# ---- conv3x3_stream ----
conv3x3_stream, cells coloured by class:
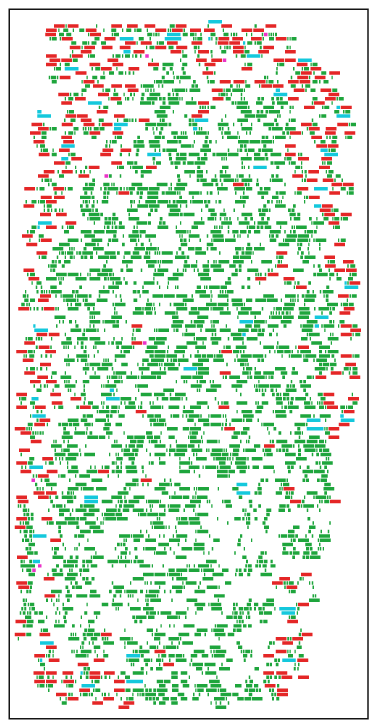

[config.mk]
export PLATFORM = sky130hd
export DESIGN_NAME = conv3x3_stream
export DESIGN_NICKNAME = d
export VERILOG_FILES = /design/src/rtl/conv_pkg.sv /design/src/rtl/conv3x3_stream_line_delay.sv /design/src/rtl/conv3x3_stream.sv
export SDC_FILE = /design/constraint.sdc
export NUM_CORES = 2
export LEC_CHECK = 0
export CELL_PAD_IN_SITES_DETAIL_PLACEMENT = 0
export CELL_PAD_IN_SITES_GLOBAL_PLACEMENT = 2
export CORE_ASPECT_RATIO = 2
export CORE_MARGIN = 2
export CORE_UTILIZATION = 34
export DETAILED_ROUTE_END_ITERATION = 16
export DONT_BUFFER_PORTS = 1
export PLACE_DENSITY = 0.64
export REMOVE_ABC_BUFFERS = 1
export SETUP_SLACK_MARGIN = 0.05
export SKIP_CTS_REPAIR_TIMING = 1
export SYNTH_ARGS = -nofsm -noshare
export SYNTH_HDL_FRONTEND = slang
export SYNTH_SLANG_ARGS = --single-unit
[constraint.sdc]
create_clock -name clk -period 11.3 [get_ports clk]
set_clock_uncertainty 0.2 [all_clocks]
set_input_delay 2.26 -clock clk [delete_from_list [all_inputs] [get_ports clk]]
set_output_delay 2.26 -clock clk [all_outputs]
set_load 0.05 [all_outputs]
[src/rtl/conv_pkg.sv]
// conv_pkg: shared constants and arithmetic helpers for the 3x3 streaming convolver
package conv_pkg;
  localparam int KADDR_CENTER = 4;
  localparam int KADDR_MAX = 8;
  localparam logic [KADDR_MAX:0] KERNEL_ID = 9'b1 << KADDR_CENTER;
  function automatic int acc_w(input int data_w, input int coef_w);
    return data_w + coef_w + 5;
  endfunction
  function automatic logic [63:0] sat_shift(input logic signed [63:0] acc, input int shift, input int data_w);
    logic signed [63:0] s, mx;
    s = acc >>> shift;
    mx = (64'sd1 <<< data_w) - 64'sd1;
    return s < 0 ? 64'd0 : s > mx ? mx : s;
  endfunction
endpackage

[src/rtl/conv3x3_stream_line_delay.sv]
// line_delay: enabled shift register that bridges the gap between two window rows
module line_delay #(
  parameter int DATA_W = 8,
  parameter int DEPTH  = 6
) (
  input  logic              clk,
  input  logic              rst,
  input  logic              en,
  input  logic [DATA_W-1:0] d,
  output logic [DATA_W-1:0] q
);
  logic [DATA_W-1:0] sr_q [DEPTH];
  logic [DATA_W-1:0] sr_d [DEPTH];
  always_comb begin
    sr_d[0] = en ? d : sr_q[0];
    for (int i = 1; i < DEPTH; i++) sr_d[i] = en ? sr_q[i-1] : sr_q[i];
  end
  always_ff @(posedge clk) begin
    if (rst) sr_q <= '{default: '0};
    else sr_q <= sr_d;
  end
  assign q = sr_q[DEPTH-1];
endmodule

[src/rtl/conv3x3_stream.sv]
// conv3x3_stream: raster-order 3x3 convolution with run-time kernel and frame-synchronous commit
module conv3x3_stream
  import conv_pkg::*;
#(
  parameter int DATA_W = 8,
  parameter int COEF_W = 8,
  parameter int IMG_W  = 9,
  parameter int IMG_H  = 9,
  parameter int SHIFT  = 0
) (
  input  logic                     clk,
  input  logic                     rst,
  input  logic                     in_valid,
  input  logic [DATA_W-1:0]        in_data,
  input  logic                     in_sof,
  input  logic                     coef_we,
  input  logic [3:0]               coef_addr,
  input  logic signed [COEF_W-1:0] coef_data,
  output logic                     out_valid,
  output logic [DATA_W-1:0]        out_data,
  output logic                     out_eof
);
  localparam int ACC_W = acc_w(DATA_W, COEF_W);
  localparam int PW = DATA_W + COEF_W + 1;
  localparam int CW = $clog2(IMG_W);
  localparam int RW = $clog2(IMG_H);
  localparam int DEPTH = IMG_W - 3;
  logic [RW-1:0] row_q, row_d, pos_r;
  logic [CW-1:0] col_q, col_d, pos_c;
  logic signed [COEF_W-1:0] shd_q [9];
  logic signed [COEF_W-1:0] shd_d [9];
  logic signed [COEF_W-1:0] krn_q [9];
  logic signed [COEF_W-1:0] krn_d [9];
  logic [DATA_W-1:0] r0_q [2];
  logic [DATA_W-1:0] r0_d [2];
  logic [DATA_W-1:0] r1_q [3];
  logic [DATA_W-1:0] r1_d [3];
  logic [DATA_W-1:0] r2_q [3];
  logic [DATA_W-1:0] r2_d [3];
  logic [DATA_W-1:0] tap [9];
  logic [DATA_W-1:0] ld0_out, ld1_out;
  logic signed [PW-1:0] prod [9];
  logic signed [ACC_W-1:0] acc;
  logic last_col, at_origin, interior;
  logic out_valid_q, out_valid_d, out_eof_q, out_eof_d;
  logic [DATA_W-1:0] out_data_q, out_data_d;
  // Each line delay plus its neighbouring window taps spans exactly one image row
  if (DEPTH > 0) begin : g_ld
    line_delay #(.DATA_W(DATA_W), .DEPTH(DEPTH)) u_ld0 (
      .clk(clk), .rst(rst), .en(in_valid), .d(r0_q[1]), .q(ld0_out));
    line_delay #(.DATA_W(DATA_W), .DEPTH(DEPTH)) u_ld1 (
      .clk(clk), .rst(rst), .en(in_valid), .d(r1_q[2]), .q(ld1_out));
  end else begin : g_nold
    assign ld0_out = r0_q[1];
    assign ld1_out = r1_q[2];
  end
  always_comb begin
    pos_r = in_sof ? '0 : row_q;
    pos_c = in_sof ? '0 : col_q;
    last_col = pos_c == CW'(IMG_W - 1);
    at_origin = pos_r == '0 && pos_c == '0;
    interior = in_valid && pos_r >= RW'(2) && pos_c >= CW'(2);
    col_d = !in_valid ? col_q : last_col ? '0 : pos_c + 1'b1;
    row_d = !in_valid ? row_q : !last_col ? pos_r : pos_r == RW'(IMG_H - 1) ? '0 : pos_r + 1'b1;
    for (int k = 0; k <= KADDR_MAX; k++) begin
      shd_d[k] = (coef_we && coef_addr == 4'(k)) ? coef_data : shd_q[k];
      krn_d[k] = (in_valid && at_origin) ? shd_q[k] : krn_q[k];
    end
    r0_d[0] = in_valid ? in_data : r0_q[0];
    r0_d[1] = in_valid ? r0_q[0] : r0_q[1];
    r1_d[0] = in_valid ? ld0_out : r1_q[0];
    r2_d[0] = in_valid ? ld1_out : r2_q[0];
    for (int j = 1; j < 3; j++) begin
      r1_d[j] = in_valid ? r1_q[j-1] : r1_q[j];
      r2_d[j] = in_valid ? r2_q[j-1] : r2_q[j];
    end
    tap[0] = in_data;
    tap[1] = r0_q[0];
    tap[2] = r0_q[1];
    for (int j = 0; j < 3; j++) begin
      tap[3+j] = r1_q[j];
      tap[6+j] = r2_q[j];
    end
    acc = '0;
    for (int k = 0; k <= KADDR_MAX; k++) begin
      prod[k] = PW'(signed'({1'b0, tap[k]})) * PW'(krn_q[k]);
      acc = acc + ACC_W'(prod[k]);
    end
    out_valid_d = interior;
    out_eof_d = interior && pos_r == RW'(IMG_H - 1) && last_col;
    out_data_d = interior ? DATA_W'(sat_shift(64'(acc), SHIFT, DATA_W)) : out_data_q;
  end
  always_ff @(posedge clk) begin
    if (rst) begin
      row_q <= '0;
      col_q <= '0;
      for (int k = 0; k <= KADDR_MAX; k++) begin
        shd_q[k] <= COEF_W'(KERNEL_ID[k]);
        krn_q[k] <= COEF_W'(KERNEL_ID[k]);
      end
      r0_q <= '{default: '0};
      r1_q <= '{default: '0};
      r2_q <= '{default: '0};
      out_valid_q <= 1'b0;
      out_eof_q <= 1'b0;
      out_data_q <= '0;
    end else begin
      row_q <= row_d;
      col_q <= col_d;
      shd_q <= shd_d;
      krn_q <= krn_d;
      r0_q <= r0_d;
      r1_q <= r1_d;
      r2_q <= r2_d;
      out_valid_q <= out_valid_d;
      out_eof_q <= out_eof_d;
      out_data_q <= out_data_d;
    end
  end
  assign out_valid = out_valid_q;
  assign out_eof = out_eof_q;
  assign out_data = out_data_q;
endmodule

# ---- rst_seq_ctrl ----
--- src/rtl/rst_seq_ctrl.sv ---
// rst_seq_ctrl: staggered multi-channel reset sequencer with completed-sequence counter.
// Rev 1.0 -- optional idle auto re-trigger enabled by defining RST_SEQ_AUTO_EN.
`default_nettype none

module rst_seq_ctrl #(
  parameter int NUM_CH       = 4,
  parameter int PULSE_CYCLES = 3,
  parameter int STAGGER      = 2,
  parameter int CNT_W        = 8,
  parameter int AUTO_PERIOD  = 64
) (
  input  logic              clk,
  input  logic              reset,
  input  logic              trig_req,
  input  logic [NUM_CH-1:0] ch_mask,
  output logic              trig_ack,
  output logic [NUM_CH-1:0] rst_out,
  output logic              busy,
  output logic              done,
  output logic [CNT_W-1:0]  reset_count
);

  localparam int PULSE_W = (PULSE_CYCLES > 1) ? $clog2(PULSE_CYCLES) : 1;
  localparam int STAG_W  = (STAGGER > 1) ? $clog2(STAGGER) : 1;
  localparam logic [PULSE_W-1:0] PULSE_LOAD = PULSE_W'(PULSE_CYCLES - 1);
  localparam logic [STAG_W-1:0]  STAG_LOAD  = STAG_W'((STAGGER > 0) ? (STAGGER - 1) : 0);

  typedef enum logic [1:0] {
    S_IDLE    = 2'd0,
    S_ASSERT  = 2'd1,
    S_RELEASE = 2'd2,
    S_DONE    = 2'd3
  } state_t;

  if (NUM_CH < 1 || NUM_CH > 32 || PULSE_CYCLES < 1 || STAGGER < 0 ||
      CNT_W < 1 || AUTO_PERIOD < 1) begin : g_param_check
    $error("rst_seq_ctrl: parameter out of range");
  end

  state_t              state;
  logic [NUM_CH-1:0]   pending;
  logic [PULSE_W-1:0]  pulse_cnt;
  logic [STAG_W-1:0]   stag_cnt;
  logic                zero_seq;
  logic                auto_fire;
  logic [NUM_CH-1:0]   pend_lsb_clr;
  logic [NUM_CH-1:0]   first_release;
  logic [CNT_W-1:0]    count_inc;

  assign rst_out       = pending;
  assign pend_lsb_clr  = pending & (pending - NUM_CH'(1));
  assign first_release = (STAGGER == 0) ? '0 : pend_lsb_clr;
  assign count_inc     = (reset_count == '1) ? reset_count : reset_count + CNT_W'(1);

`ifdef RST_SEQ_AUTO_EN
  localparam int AUTO_W = (AUTO_PERIOD > 1) ? $clog2(AUTO_PERIOD) : 1;
  localparam logic [AUTO_W-1:0] AUTO_LAST = AUTO_W'(AUTO_PERIOD - 1);

  logic [AUTO_W-1:0] idle_cnt;

  assign auto_fire = (state == S_IDLE) && !trig_req && (idle_cnt == AUTO_LAST);

  always_ff @(posedge clk) begin
    if (reset || state != S_IDLE || trig_req || auto_fire) begin
      idle_cnt <= '0;
    end else begin
      idle_cnt <= idle_cnt + AUTO_W'(1);
    end
  end
`else
  assign auto_fire = 1'b0;
`endif

  always_ff @(posedge clk) begin
    if (reset) begin
      state       <= S_ASSERT;
      pending     <= '1;
      pulse_cnt   <= PULSE_LOAD;
      stag_cnt    <= '0;
      reset_count <= '0;
      trig_ack    <= 1'b0;
      done        <= 1'b0;
      busy        <= 1'b1;
      zero_seq    <= 1'b0;
    end else begin
      trig_ack <= 1'b0;
      done     <= 1'b0;
      case (state)
        S_IDLE: begin
          if (trig_req) begin
            trig_ack  <= 1'b1;
            pending   <= ch_mask;
            pulse_cnt <= PULSE_LOAD;
            busy      <= 1'b1;
            if (ch_mask == '0) begin
              // Empty mask: skip straight to DONE; done is reported on the way out.
              state    <= S_DONE;
              zero_seq <= 1'b1;
            end else begin
              state <= S_ASSERT;
            end
          end else if (auto_fire) begin
            pending   <= '1;
            pulse_cnt <= PULSE_LOAD;
            busy      <= 1'b1;
            state     <= S_ASSERT;
          end
        end

        S_ASSERT: begin
          if (pulse_cnt == '0) begin
            pending  <= first_release;
            stag_cnt <= STAG_LOAD;
            if (first_release == '0) begin
              state       <= S_DONE;
              done        <= 1'b1;
              reset_count <= count_inc;
            end else begin
              state <= S_RELEASE;
            end
          end else begin
            pulse_cnt <= pulse_cnt - PULSE_W'(1);
          end
        end

        S_RELEASE: begin
          if (stag_cnt == '0) begin
            pending  <= pend_lsb_clr;
            stag_cnt <= STAG_LOAD;
            if (pend_lsb_clr == '0) begin
              state       <= S_DONE;
              done        <= 1'b1;
              reset_count <= count_inc;
            end
          end else begin
            stag_cnt <= stag_cnt - STAG_W'(1);
          end
        end

        S_DONE: begin
          state    <= S_IDLE;
          busy     <= 1'b0;
          done     <= zero_seq;
          zero_seq <= 1'b0;
        end

        default: begin
          state <= S_IDLE;
          busy  <= 1'b0;
        end
      endcase
    end
  end

endmodule

`default_nettype wire
--- config.mk ---
export PLATFORM = sky130hd
export DESIGN_NAME = rst_seq_ctrl
export DESIGN_NICKNAME = d
export VERILOG_FILES = /design/src/rtl/rst_seq_ctrl.sv
export SDC_FILE = /design/constraint.sdc
export NUM_CORES = 1
export LEC_CHECK = 0
export CORE_MARGIN = 3
export CORE_UTILIZATION = 51
export DETAILED_ROUTE_END_ITERATION = 7
export PLACE_DENSITY = 0.87
export SLEW_MARGIN = 30
export SYNTH_ARGS = -nofsm -noshare
export SYNTH_HDL_FRONTEND = slang
export SYNTH_SLANG_ARGS = --single-unit
--- constraint.sdc ---
create_clock -name clk -period 2.2 [get_ports clk]
set_input_delay 0.66 -clock clk [delete_from_list [all_inputs] [get_ports clk]]
set_output_delay 0.66 -clock clk [all_outputs]
set_load 0.005 [all_outputs]

==> gallery <==
Sequential cells grouped by signal name.
picture 1
The bar under the picture is 50 um long. Other sequential cells in the stronger grey, the rest of the logic in the fainter grey.
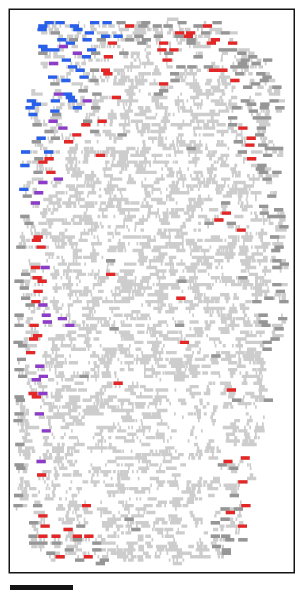
picture 2
The bar under the picture is 20 um long. Other sequential cells in the stronger grey, the rest of the logic in the fainter grey.
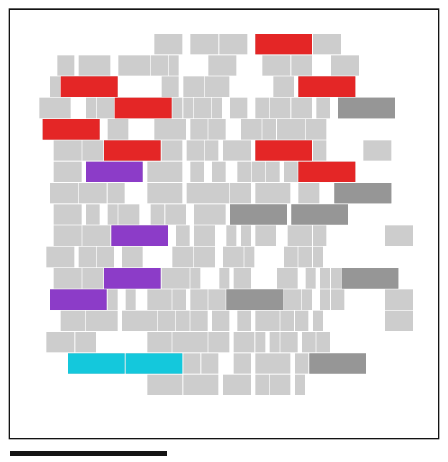
- picture 2 = rst_seq_ctrl
- picture 1 = conv3x3_stream
The one with the largest die is picture 1.
The one with the most sequential cells is picture 1.

Key to picture 2:
colour	netlist name	flops
cyan	`state`	2
red	`reset_count`	8
purple	`rst_out`	4
not coloured	7

rst_seq_ctrl, track usage over the die:
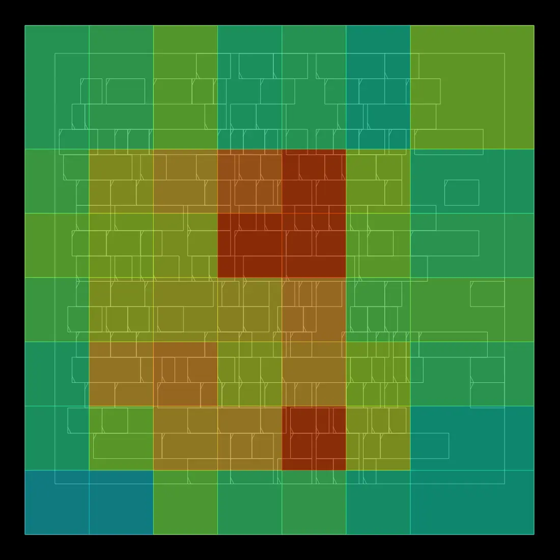
total track usage: 20.12%
post-layout util: 67.40%
WL per Instance: 13.71 um
busiest grt layer: met2

==> run_results.csv, rst_seq_ctrl <==
group,metric,value,unit
cts,cts_root_buf,"clkbuf_4",
power_and_ir_drop,pwr_density_cell,1070,nW/um^2
sta,drv_slew,0,
route,drt_iter0_markers,30,
synth,synth-edff-count,0,
power_and_ir_drop,p_comb,0.844,mW
cts,ctsResizeCount,0,
worst_setup_path,crit_required,1.54,ns
synth,xor_share,0,%
floorplanning,floorplan.core_util,54.12,%
cells_and_area,clkbuf_count,4,
status,status,"complete, no violations",
sta,fmax,0.4892,GHz
sta,post-route-period-util,92.92,%
cells_and_area,final-comb-area,715.7,sq um
placement,place_inst,191,
power_and_ir_drop,p_seq,0.577,mW
power_and_ir_drop,power.switching,0.6428,mW
worst_setup_path,path_buffers,1,
placement,placed_cell_area,1479,sq um
worst_setup_path,crit_chain,"clkdlybuf4s50_1",
sta,fin_crit,2.044,ns
synth,ys_cells,139,
worst_setup_path,r2r_setup_slack,0.21,ns
placement,portBuffers,21,
synth,synth-area-yosys,1209,sq um
cells_and_area,sh_comb_area,47.55,%
power_and_ir_drop,p_clk_share,11.8,%
cells_and_area,dominant_cells,"combinational gates",
global_routing,grt-ovfl-total,0,
power_and_ir_drop,sw_frac_of_total,39.92,%
cells_and_area,regArea,420.4,sq um
conv3x3_stream, wiring by layer:
The bar under the picture is 50 um long.
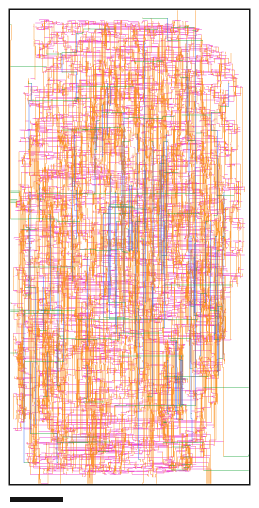
colour	layer	wire length
magenta	M1	38.2 mm
blue	M4	6400 um
orange	M2	63.9 mm
green	M3	2420 um

## Picture notes: 'cells coloured by class' of conv3x3_stream
colour	class	cells
magenta	remaining buffers and delay cells	8
cyan	clock drivers and dummy loads	64
green	remaining logic cells	3079
red	registers	322

==> run_results.csv, conv3x3_stream <==
group,metric,value,unit
status,status,"finished with violations",
status,violations,"max-slew violations",
sta,drv_slew,31,
cells_and_area,utilization,36.70,%
cts,clkTransAtPathRegs,0.06,ns
synth,synth-seq-cells,322,
synth,ys_cells,3552,
cells_and_area,layout.nonclk_buf_share,0.1661,%
power_and_ir_drop,p_clk_share,50.3,%
synth,top_cells_by_count,"inv_1 (742), fa_1 (575), and2_1 (344), dfxtp_1 (322), nand2_1 (317)",
floorplanning,rows,163,
placement,place_inst,4729,
sta,fmax,0.1029,GHz
power_and_ir_drop,intPower,1.939,mW
cells_and_area,inv_count,744,
sta,fin_ws,1.586,ns
worst_setup_path,crit_start,"in_data[5]",
floorplanning,nWellTaps,1320,
worst_setup_path,r2r_cells,27,
sta,rsz0062_at_grt,"no",
power_and_ir_drop,power_clock,1.30,mW
synth,area_leaders,"fa_1 (34%), dfxtp_1 (19%), ha_1 (11%)",
placement,place.gp.congestion,0.9140,
cts,cts_max_path_buffers,3,

# ---- ram_ahb_arbiter ----
ram_ahb_arbiter, I/O pins on the die edge:
Pins as bars across the die edge, other pins in grey.
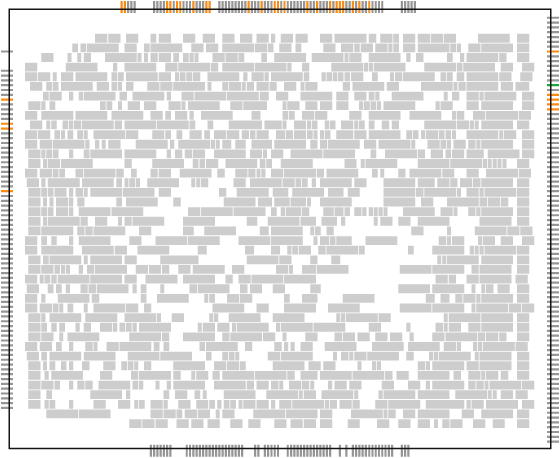
ram_ahb_arbiter, wiring by layer:
The bar under the picture is 50 um long.
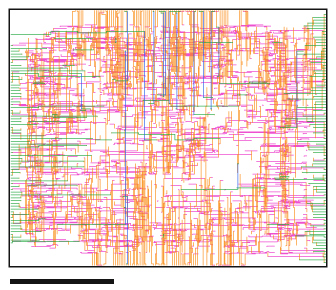
`config.mk`:
```
export PLATFORM = sky130hd
export DESIGN_NAME = ram_ahb_arbiter
export DESIGN_NICKNAME = d
export VERILOG_FILES = /design/src/rtl/ram_ahb_arbiter.sv
export SDC_FILE = /design/constraint.sdc
export NUM_CORES = 1
export LEC_CHECK = 0
export CAP_MARGIN = 15
export CORE_ASPECT_RATIO = 0.8
export CORE_MARGIN = 4
export CORE_UTILIZATION = 47
export CTS_CLUSTER_SIZE = 24
export DETAILED_ROUTE_END_ITERATION = 10
export GPL_TIMING_DRIVEN = 1
export PLACE_DENSITY_LB_ADDON = 0.3
export SYNTH_ARGS = -nofsm -noshare
export SYNTH_HDL_FRONTEND = slang
export SYNTH_SLANG_ARGS = --single-unit
```
`constraint.sdc`:
```
create_clock -name clk -period 17.95 [get_ports clk]
set_clock_uncertainty 0.2 [all_clocks]
set_input_delay 2.6925 -clock clk [delete_from_list [all_inputs] [get_ports clk]]
set_output_delay 2.6925 -clock clk [all_outputs]
set_load 0.01 [all_outputs]
```
`src/rtl/ram_ahb_arbiter.sv`:
```
// Two-master arbiter and single-outstanding transfer sequencer for the RAM AHB-style slave port.
// Each granted request becomes one address phase and one data phase; every output is registered.
module ram_ahb_arbiter #(
  parameter int AW        = 32,
  parameter int DW        = 32,
  parameter int PRIO_MODE = 0,
  parameter int TIMEOUT   = 16
) (
  input  logic          clk,
  input  logic          rst,
  input  logic          m0_req,
  input  logic [AW-1:0] m0_addr,
  input  logic          m0_write,
  input  logic [DW-1:0] m0_wdata,
  output logic          m0_gnt,
  output logic          m0_done,
  output logic [DW-1:0] m0_rdata,
  output logic          m0_err,
  input  logic          m1_req,
  input  logic [AW-1:0] m1_addr,
  input  logic          m1_write,
  input  logic [DW-1:0] m1_wdata,
  output logic          m1_gnt,
  output logic          m1_done,
  output logic [DW-1:0] m1_rdata,
  output logic          m1_err,
  output logic          hsel,
  output logic [AW-1:0] haddr,
  output logic          hwrite,
  output logic [DW-1:0] hwdata,
  input  logic          hready,
  input  logic          hresp,
  input  logic [DW-1:0] hrdata
);

  localparam int CW = $clog2(TIMEOUT + 1);

  // GRANT is the cycle the gnt pulse is visible; the bus address phase follows it.
  typedef enum logic [1:0] {IDLE, GRANT, ADDR, DATA} state_t;

  state_t               state_reg, state_next;
  logic [CW-1:0]        cnt_reg, cnt_next;
  logic                 last_reg, last_next;
  logic                 own_reg, own_next;
  logic [AW-1:0]        addr_reg, addr_next;
  logic                 write_reg, write_next;
  logic [DW-1:0]        wdata_reg, wdata_next;

  logic [1:0]           gnt_reg, gnt_next;
  logic [1:0]           done_reg, done_next;
  logic [1:0]           err_reg, err_next;
  logic [1:0][DW-1:0]   rdata_reg, rdata_next;
  logic                 hsel_reg, hsel_next;
  logic [AW-1:0]        haddr_reg, haddr_next;
  logic                 hwrite_reg, hwrite_next;
  logic [DW-1:0]        hwdata_reg, hwdata_next;

  logic                 pick;
  logic [DW-1:0]        wdata_out;

  // Round-robin favours the master not granted last; fixed priority always favours m0.
  always_comb begin
    pick = 1'b0;
    if (m0_req && m1_req)
      pick = (PRIO_MODE == 1) ? 1'b0 : ~last_reg;
    else if (m1_req)
      pick = 1'b1;
  end

  assign wdata_out = write_reg ? wdata_reg : '0;

  always_comb begin
    state_next  = state_reg;
    cnt_next    = cnt_reg;
    last_next   = last_reg;
    own_next    = own_reg;
    addr_next   = addr_reg;
    write_next  = write_reg;
    wdata_next  = wdata_reg;
    gnt_next    = '0;
    done_next   = '0;
    err_next    = '0;
    rdata_next  = '0;
    hsel_next   = 1'b0;
    haddr_next  = '0;
    hwrite_next = 1'b0;
    hwdata_next = '0;
    case (state_reg)
      IDLE: begin
        if (m0_req || m1_req) begin
          own_next       = pick;
          last_next      = pick;
          addr_next      = pick ? m1_addr  : m0_addr;
          write_next     = pick ? m1_write : m0_write;
          wdata_next     = pick ? m1_wdata : m0_wdata;
          gnt_next[pick] = 1'b1;
          state_next     = GRANT;
        end
      end
      GRANT: begin
        hsel_next   = 1'b1;
        haddr_next  = addr_reg;
        hwrite_next = write_reg;
        state_next  = ADDR;
      end
      ADDR: begin
        hwdata_next = wdata_out;
        cnt_next    = '0;
        state_next  = DATA;
      end
      DATA: begin
        if (hready) begin
          done_next[own_reg]  = 1'b1;
          rdata_next[own_reg] = write_reg ? '0 : hrdata;
          err_next[own_reg]   = hresp;
          state_next          = IDLE;
        end else if (cnt_reg == CW'(TIMEOUT - 1)) begin
          // Forced completion; anything the slave returns later lands in IDLE and is ignored.
          done_next[own_reg] = 1'b1;
          err_next[own_reg]  = 1'b1;
          state_next         = IDLE;
        end else begin
          cnt_next    = cnt_reg + CW'(1);
          hwdata_next = wdata_out;
        end
      end
      default: state_next = IDLE;
    endcase
  end

  always_ff @(posedge clk or posedge rst) begin
    if (rst) begin
      state_reg  <= IDLE;
      cnt_reg    <= '0;
      last_reg   <= 1'b1;
      own_reg    <= 1'b0;
      addr_reg   <= '0;
      write_reg  <= 1'b0;
      wdata_reg  <= '0;
      gnt_reg    <= '0;
      done_reg   <= '0;
      err_reg    <= '0;
      rdata_reg  <= '0;
      hsel_reg   <= 1'b0;
      haddr_reg  <= '0;
      hwrite_reg <= 1'b0;
      hwdata_reg <= '0;
    end else begin
      state_reg  <= state_next;
      cnt_reg    <= cnt_next;
      last_reg   <= last_next;
      own_reg    <= own_next;
      addr_reg   <= addr_next;
      write_reg  <= write_next;
      wdata_reg  <= wdata_next;
      gnt_reg    <= gnt_next;
      done_reg   <= done_next;
      err_reg    <= err_next;
      rdata_reg  <= rdata_next;
      hsel_reg   <= hsel_next;
      haddr_reg  <= haddr_next;
      hwrite_reg <= hwrite_next;
      hwdata_reg <= hwdata_next;
    end
  end

  assign m0_gnt   = gnt_reg[0];
  assign m0_done  = done_reg[0];
  assign m0_rdata = rdata_reg[0];
  assign m0_err   = err_reg[0];
  assign m1_gnt   = gnt_reg[1];
  assign m1_done  = done_reg[1];
  assign m1_rdata = rdata_reg[1];
  assign m1_err   = err_reg[1];
  assign hsel     = hsel_reg;
  assign haddr    = haddr_reg;
  assign hwrite   = hwrite_reg;
  assign hwdata   = hwdata_reg;

endmodule

```
==> run_results.csv <==
group,metric,value,unit
status,status,"complete, no violations",
synth,syn-num-nets,900,
worst_setup_path,cp.arrival,4.82,ns
worst_setup_path,crit_cells,3,
cts,cts-htree-levels,1,
cts,ctsResizeCount,0,
power_and_ir_drop,vdd_ir_drop_max,0.00008543,V
cells_and_area,instances_no_fill,1242,
global_routing,grtUsageMet1,26.96,%
worst_setup_path,critPathCapture,"hwdata[6]",
route,wl,21.82,mm
sta,fin_tns_setup,0,ns
placement,dpl.hpwl,14.66,mm
worst_setup_path,path_max_fanout,127,
synth,synth-seq-cells,210,
power_and_ir_drop,power.leakage,5.299,nW
global_routing,busiest_layer,"met2",
min_path,hold_depth,1,
synth,most_common_cell,"dfrtp_1",
synth,simple_gate_area_share,18.22,%
power_and_ir_drop,p_seq,0.686,mW
sta,fmax,0.2192,GHz
sta,fin_crit,4.562,ns
cts,cts.sinks,210,
placement,placed_cell_area,11020,sq um
power_and_ir_drop,fin_total_pwr,1.688,mW
min_path,min_path_type,"flop to flop",
Notes on 'I/O pins on the die edge' of ram_ahb_arbiter above:
colour	port	pins	direction	edge
green	`rst`	1	input	east
orange	`m0_addr`	32	input	23 north, 5 east, 4 west

Notes on 'wiring by layer' of ram_ahb_arbiter above:
colour	layer	wire length
orange	M2	10900 um
blue	M4	644 um
green	M3	1890 um
magenta	M1	8390 um



==> gallery <==
Wiring heat map.
Plate I
The bar under the picture is 50 um long. The die is cut into 11 by 22 equal tiles; dark blue is low, red is high, scaled to the fullest tile. Values are wire area over tile area, all layers added.
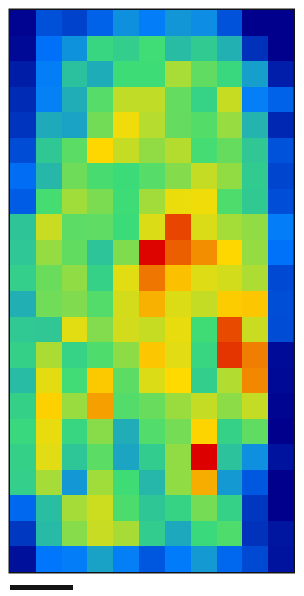
Plate II
The bar under the picture is 50 um long. The die is cut into 30 by 25 equal tiles; dark blue is low, red is high, scaled to the fullest tile. Values are wire area over tile area, all layers added.
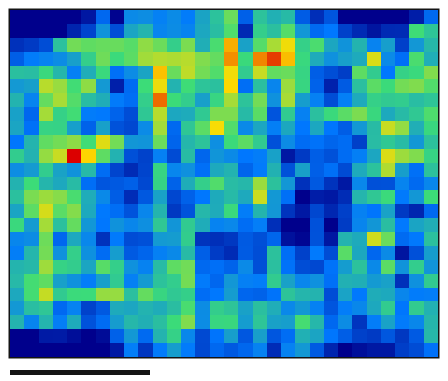
Plate III
The bar under the picture is 20 um long. The die is cut into 11 by 11 equal tiles; dark blue is low, red is high, scaled to the fullest tile. Values are wire area over tile area, all layers added.
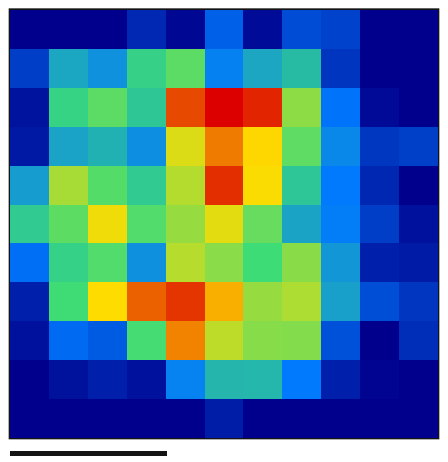
| picture | from |
|---|---|
| Plate I | conv3x3_stream |
| Plate II | ram_ahb_arbiter |
| Plate III | rst_seq_ctrl |
- smallest die: Plate III

Key to Plate I:
mean over tiles	0.17
nearly empty tiles	4.1%
densest ninth of the die	centre
fullest tile	0.36
tiles over half the peak	52%

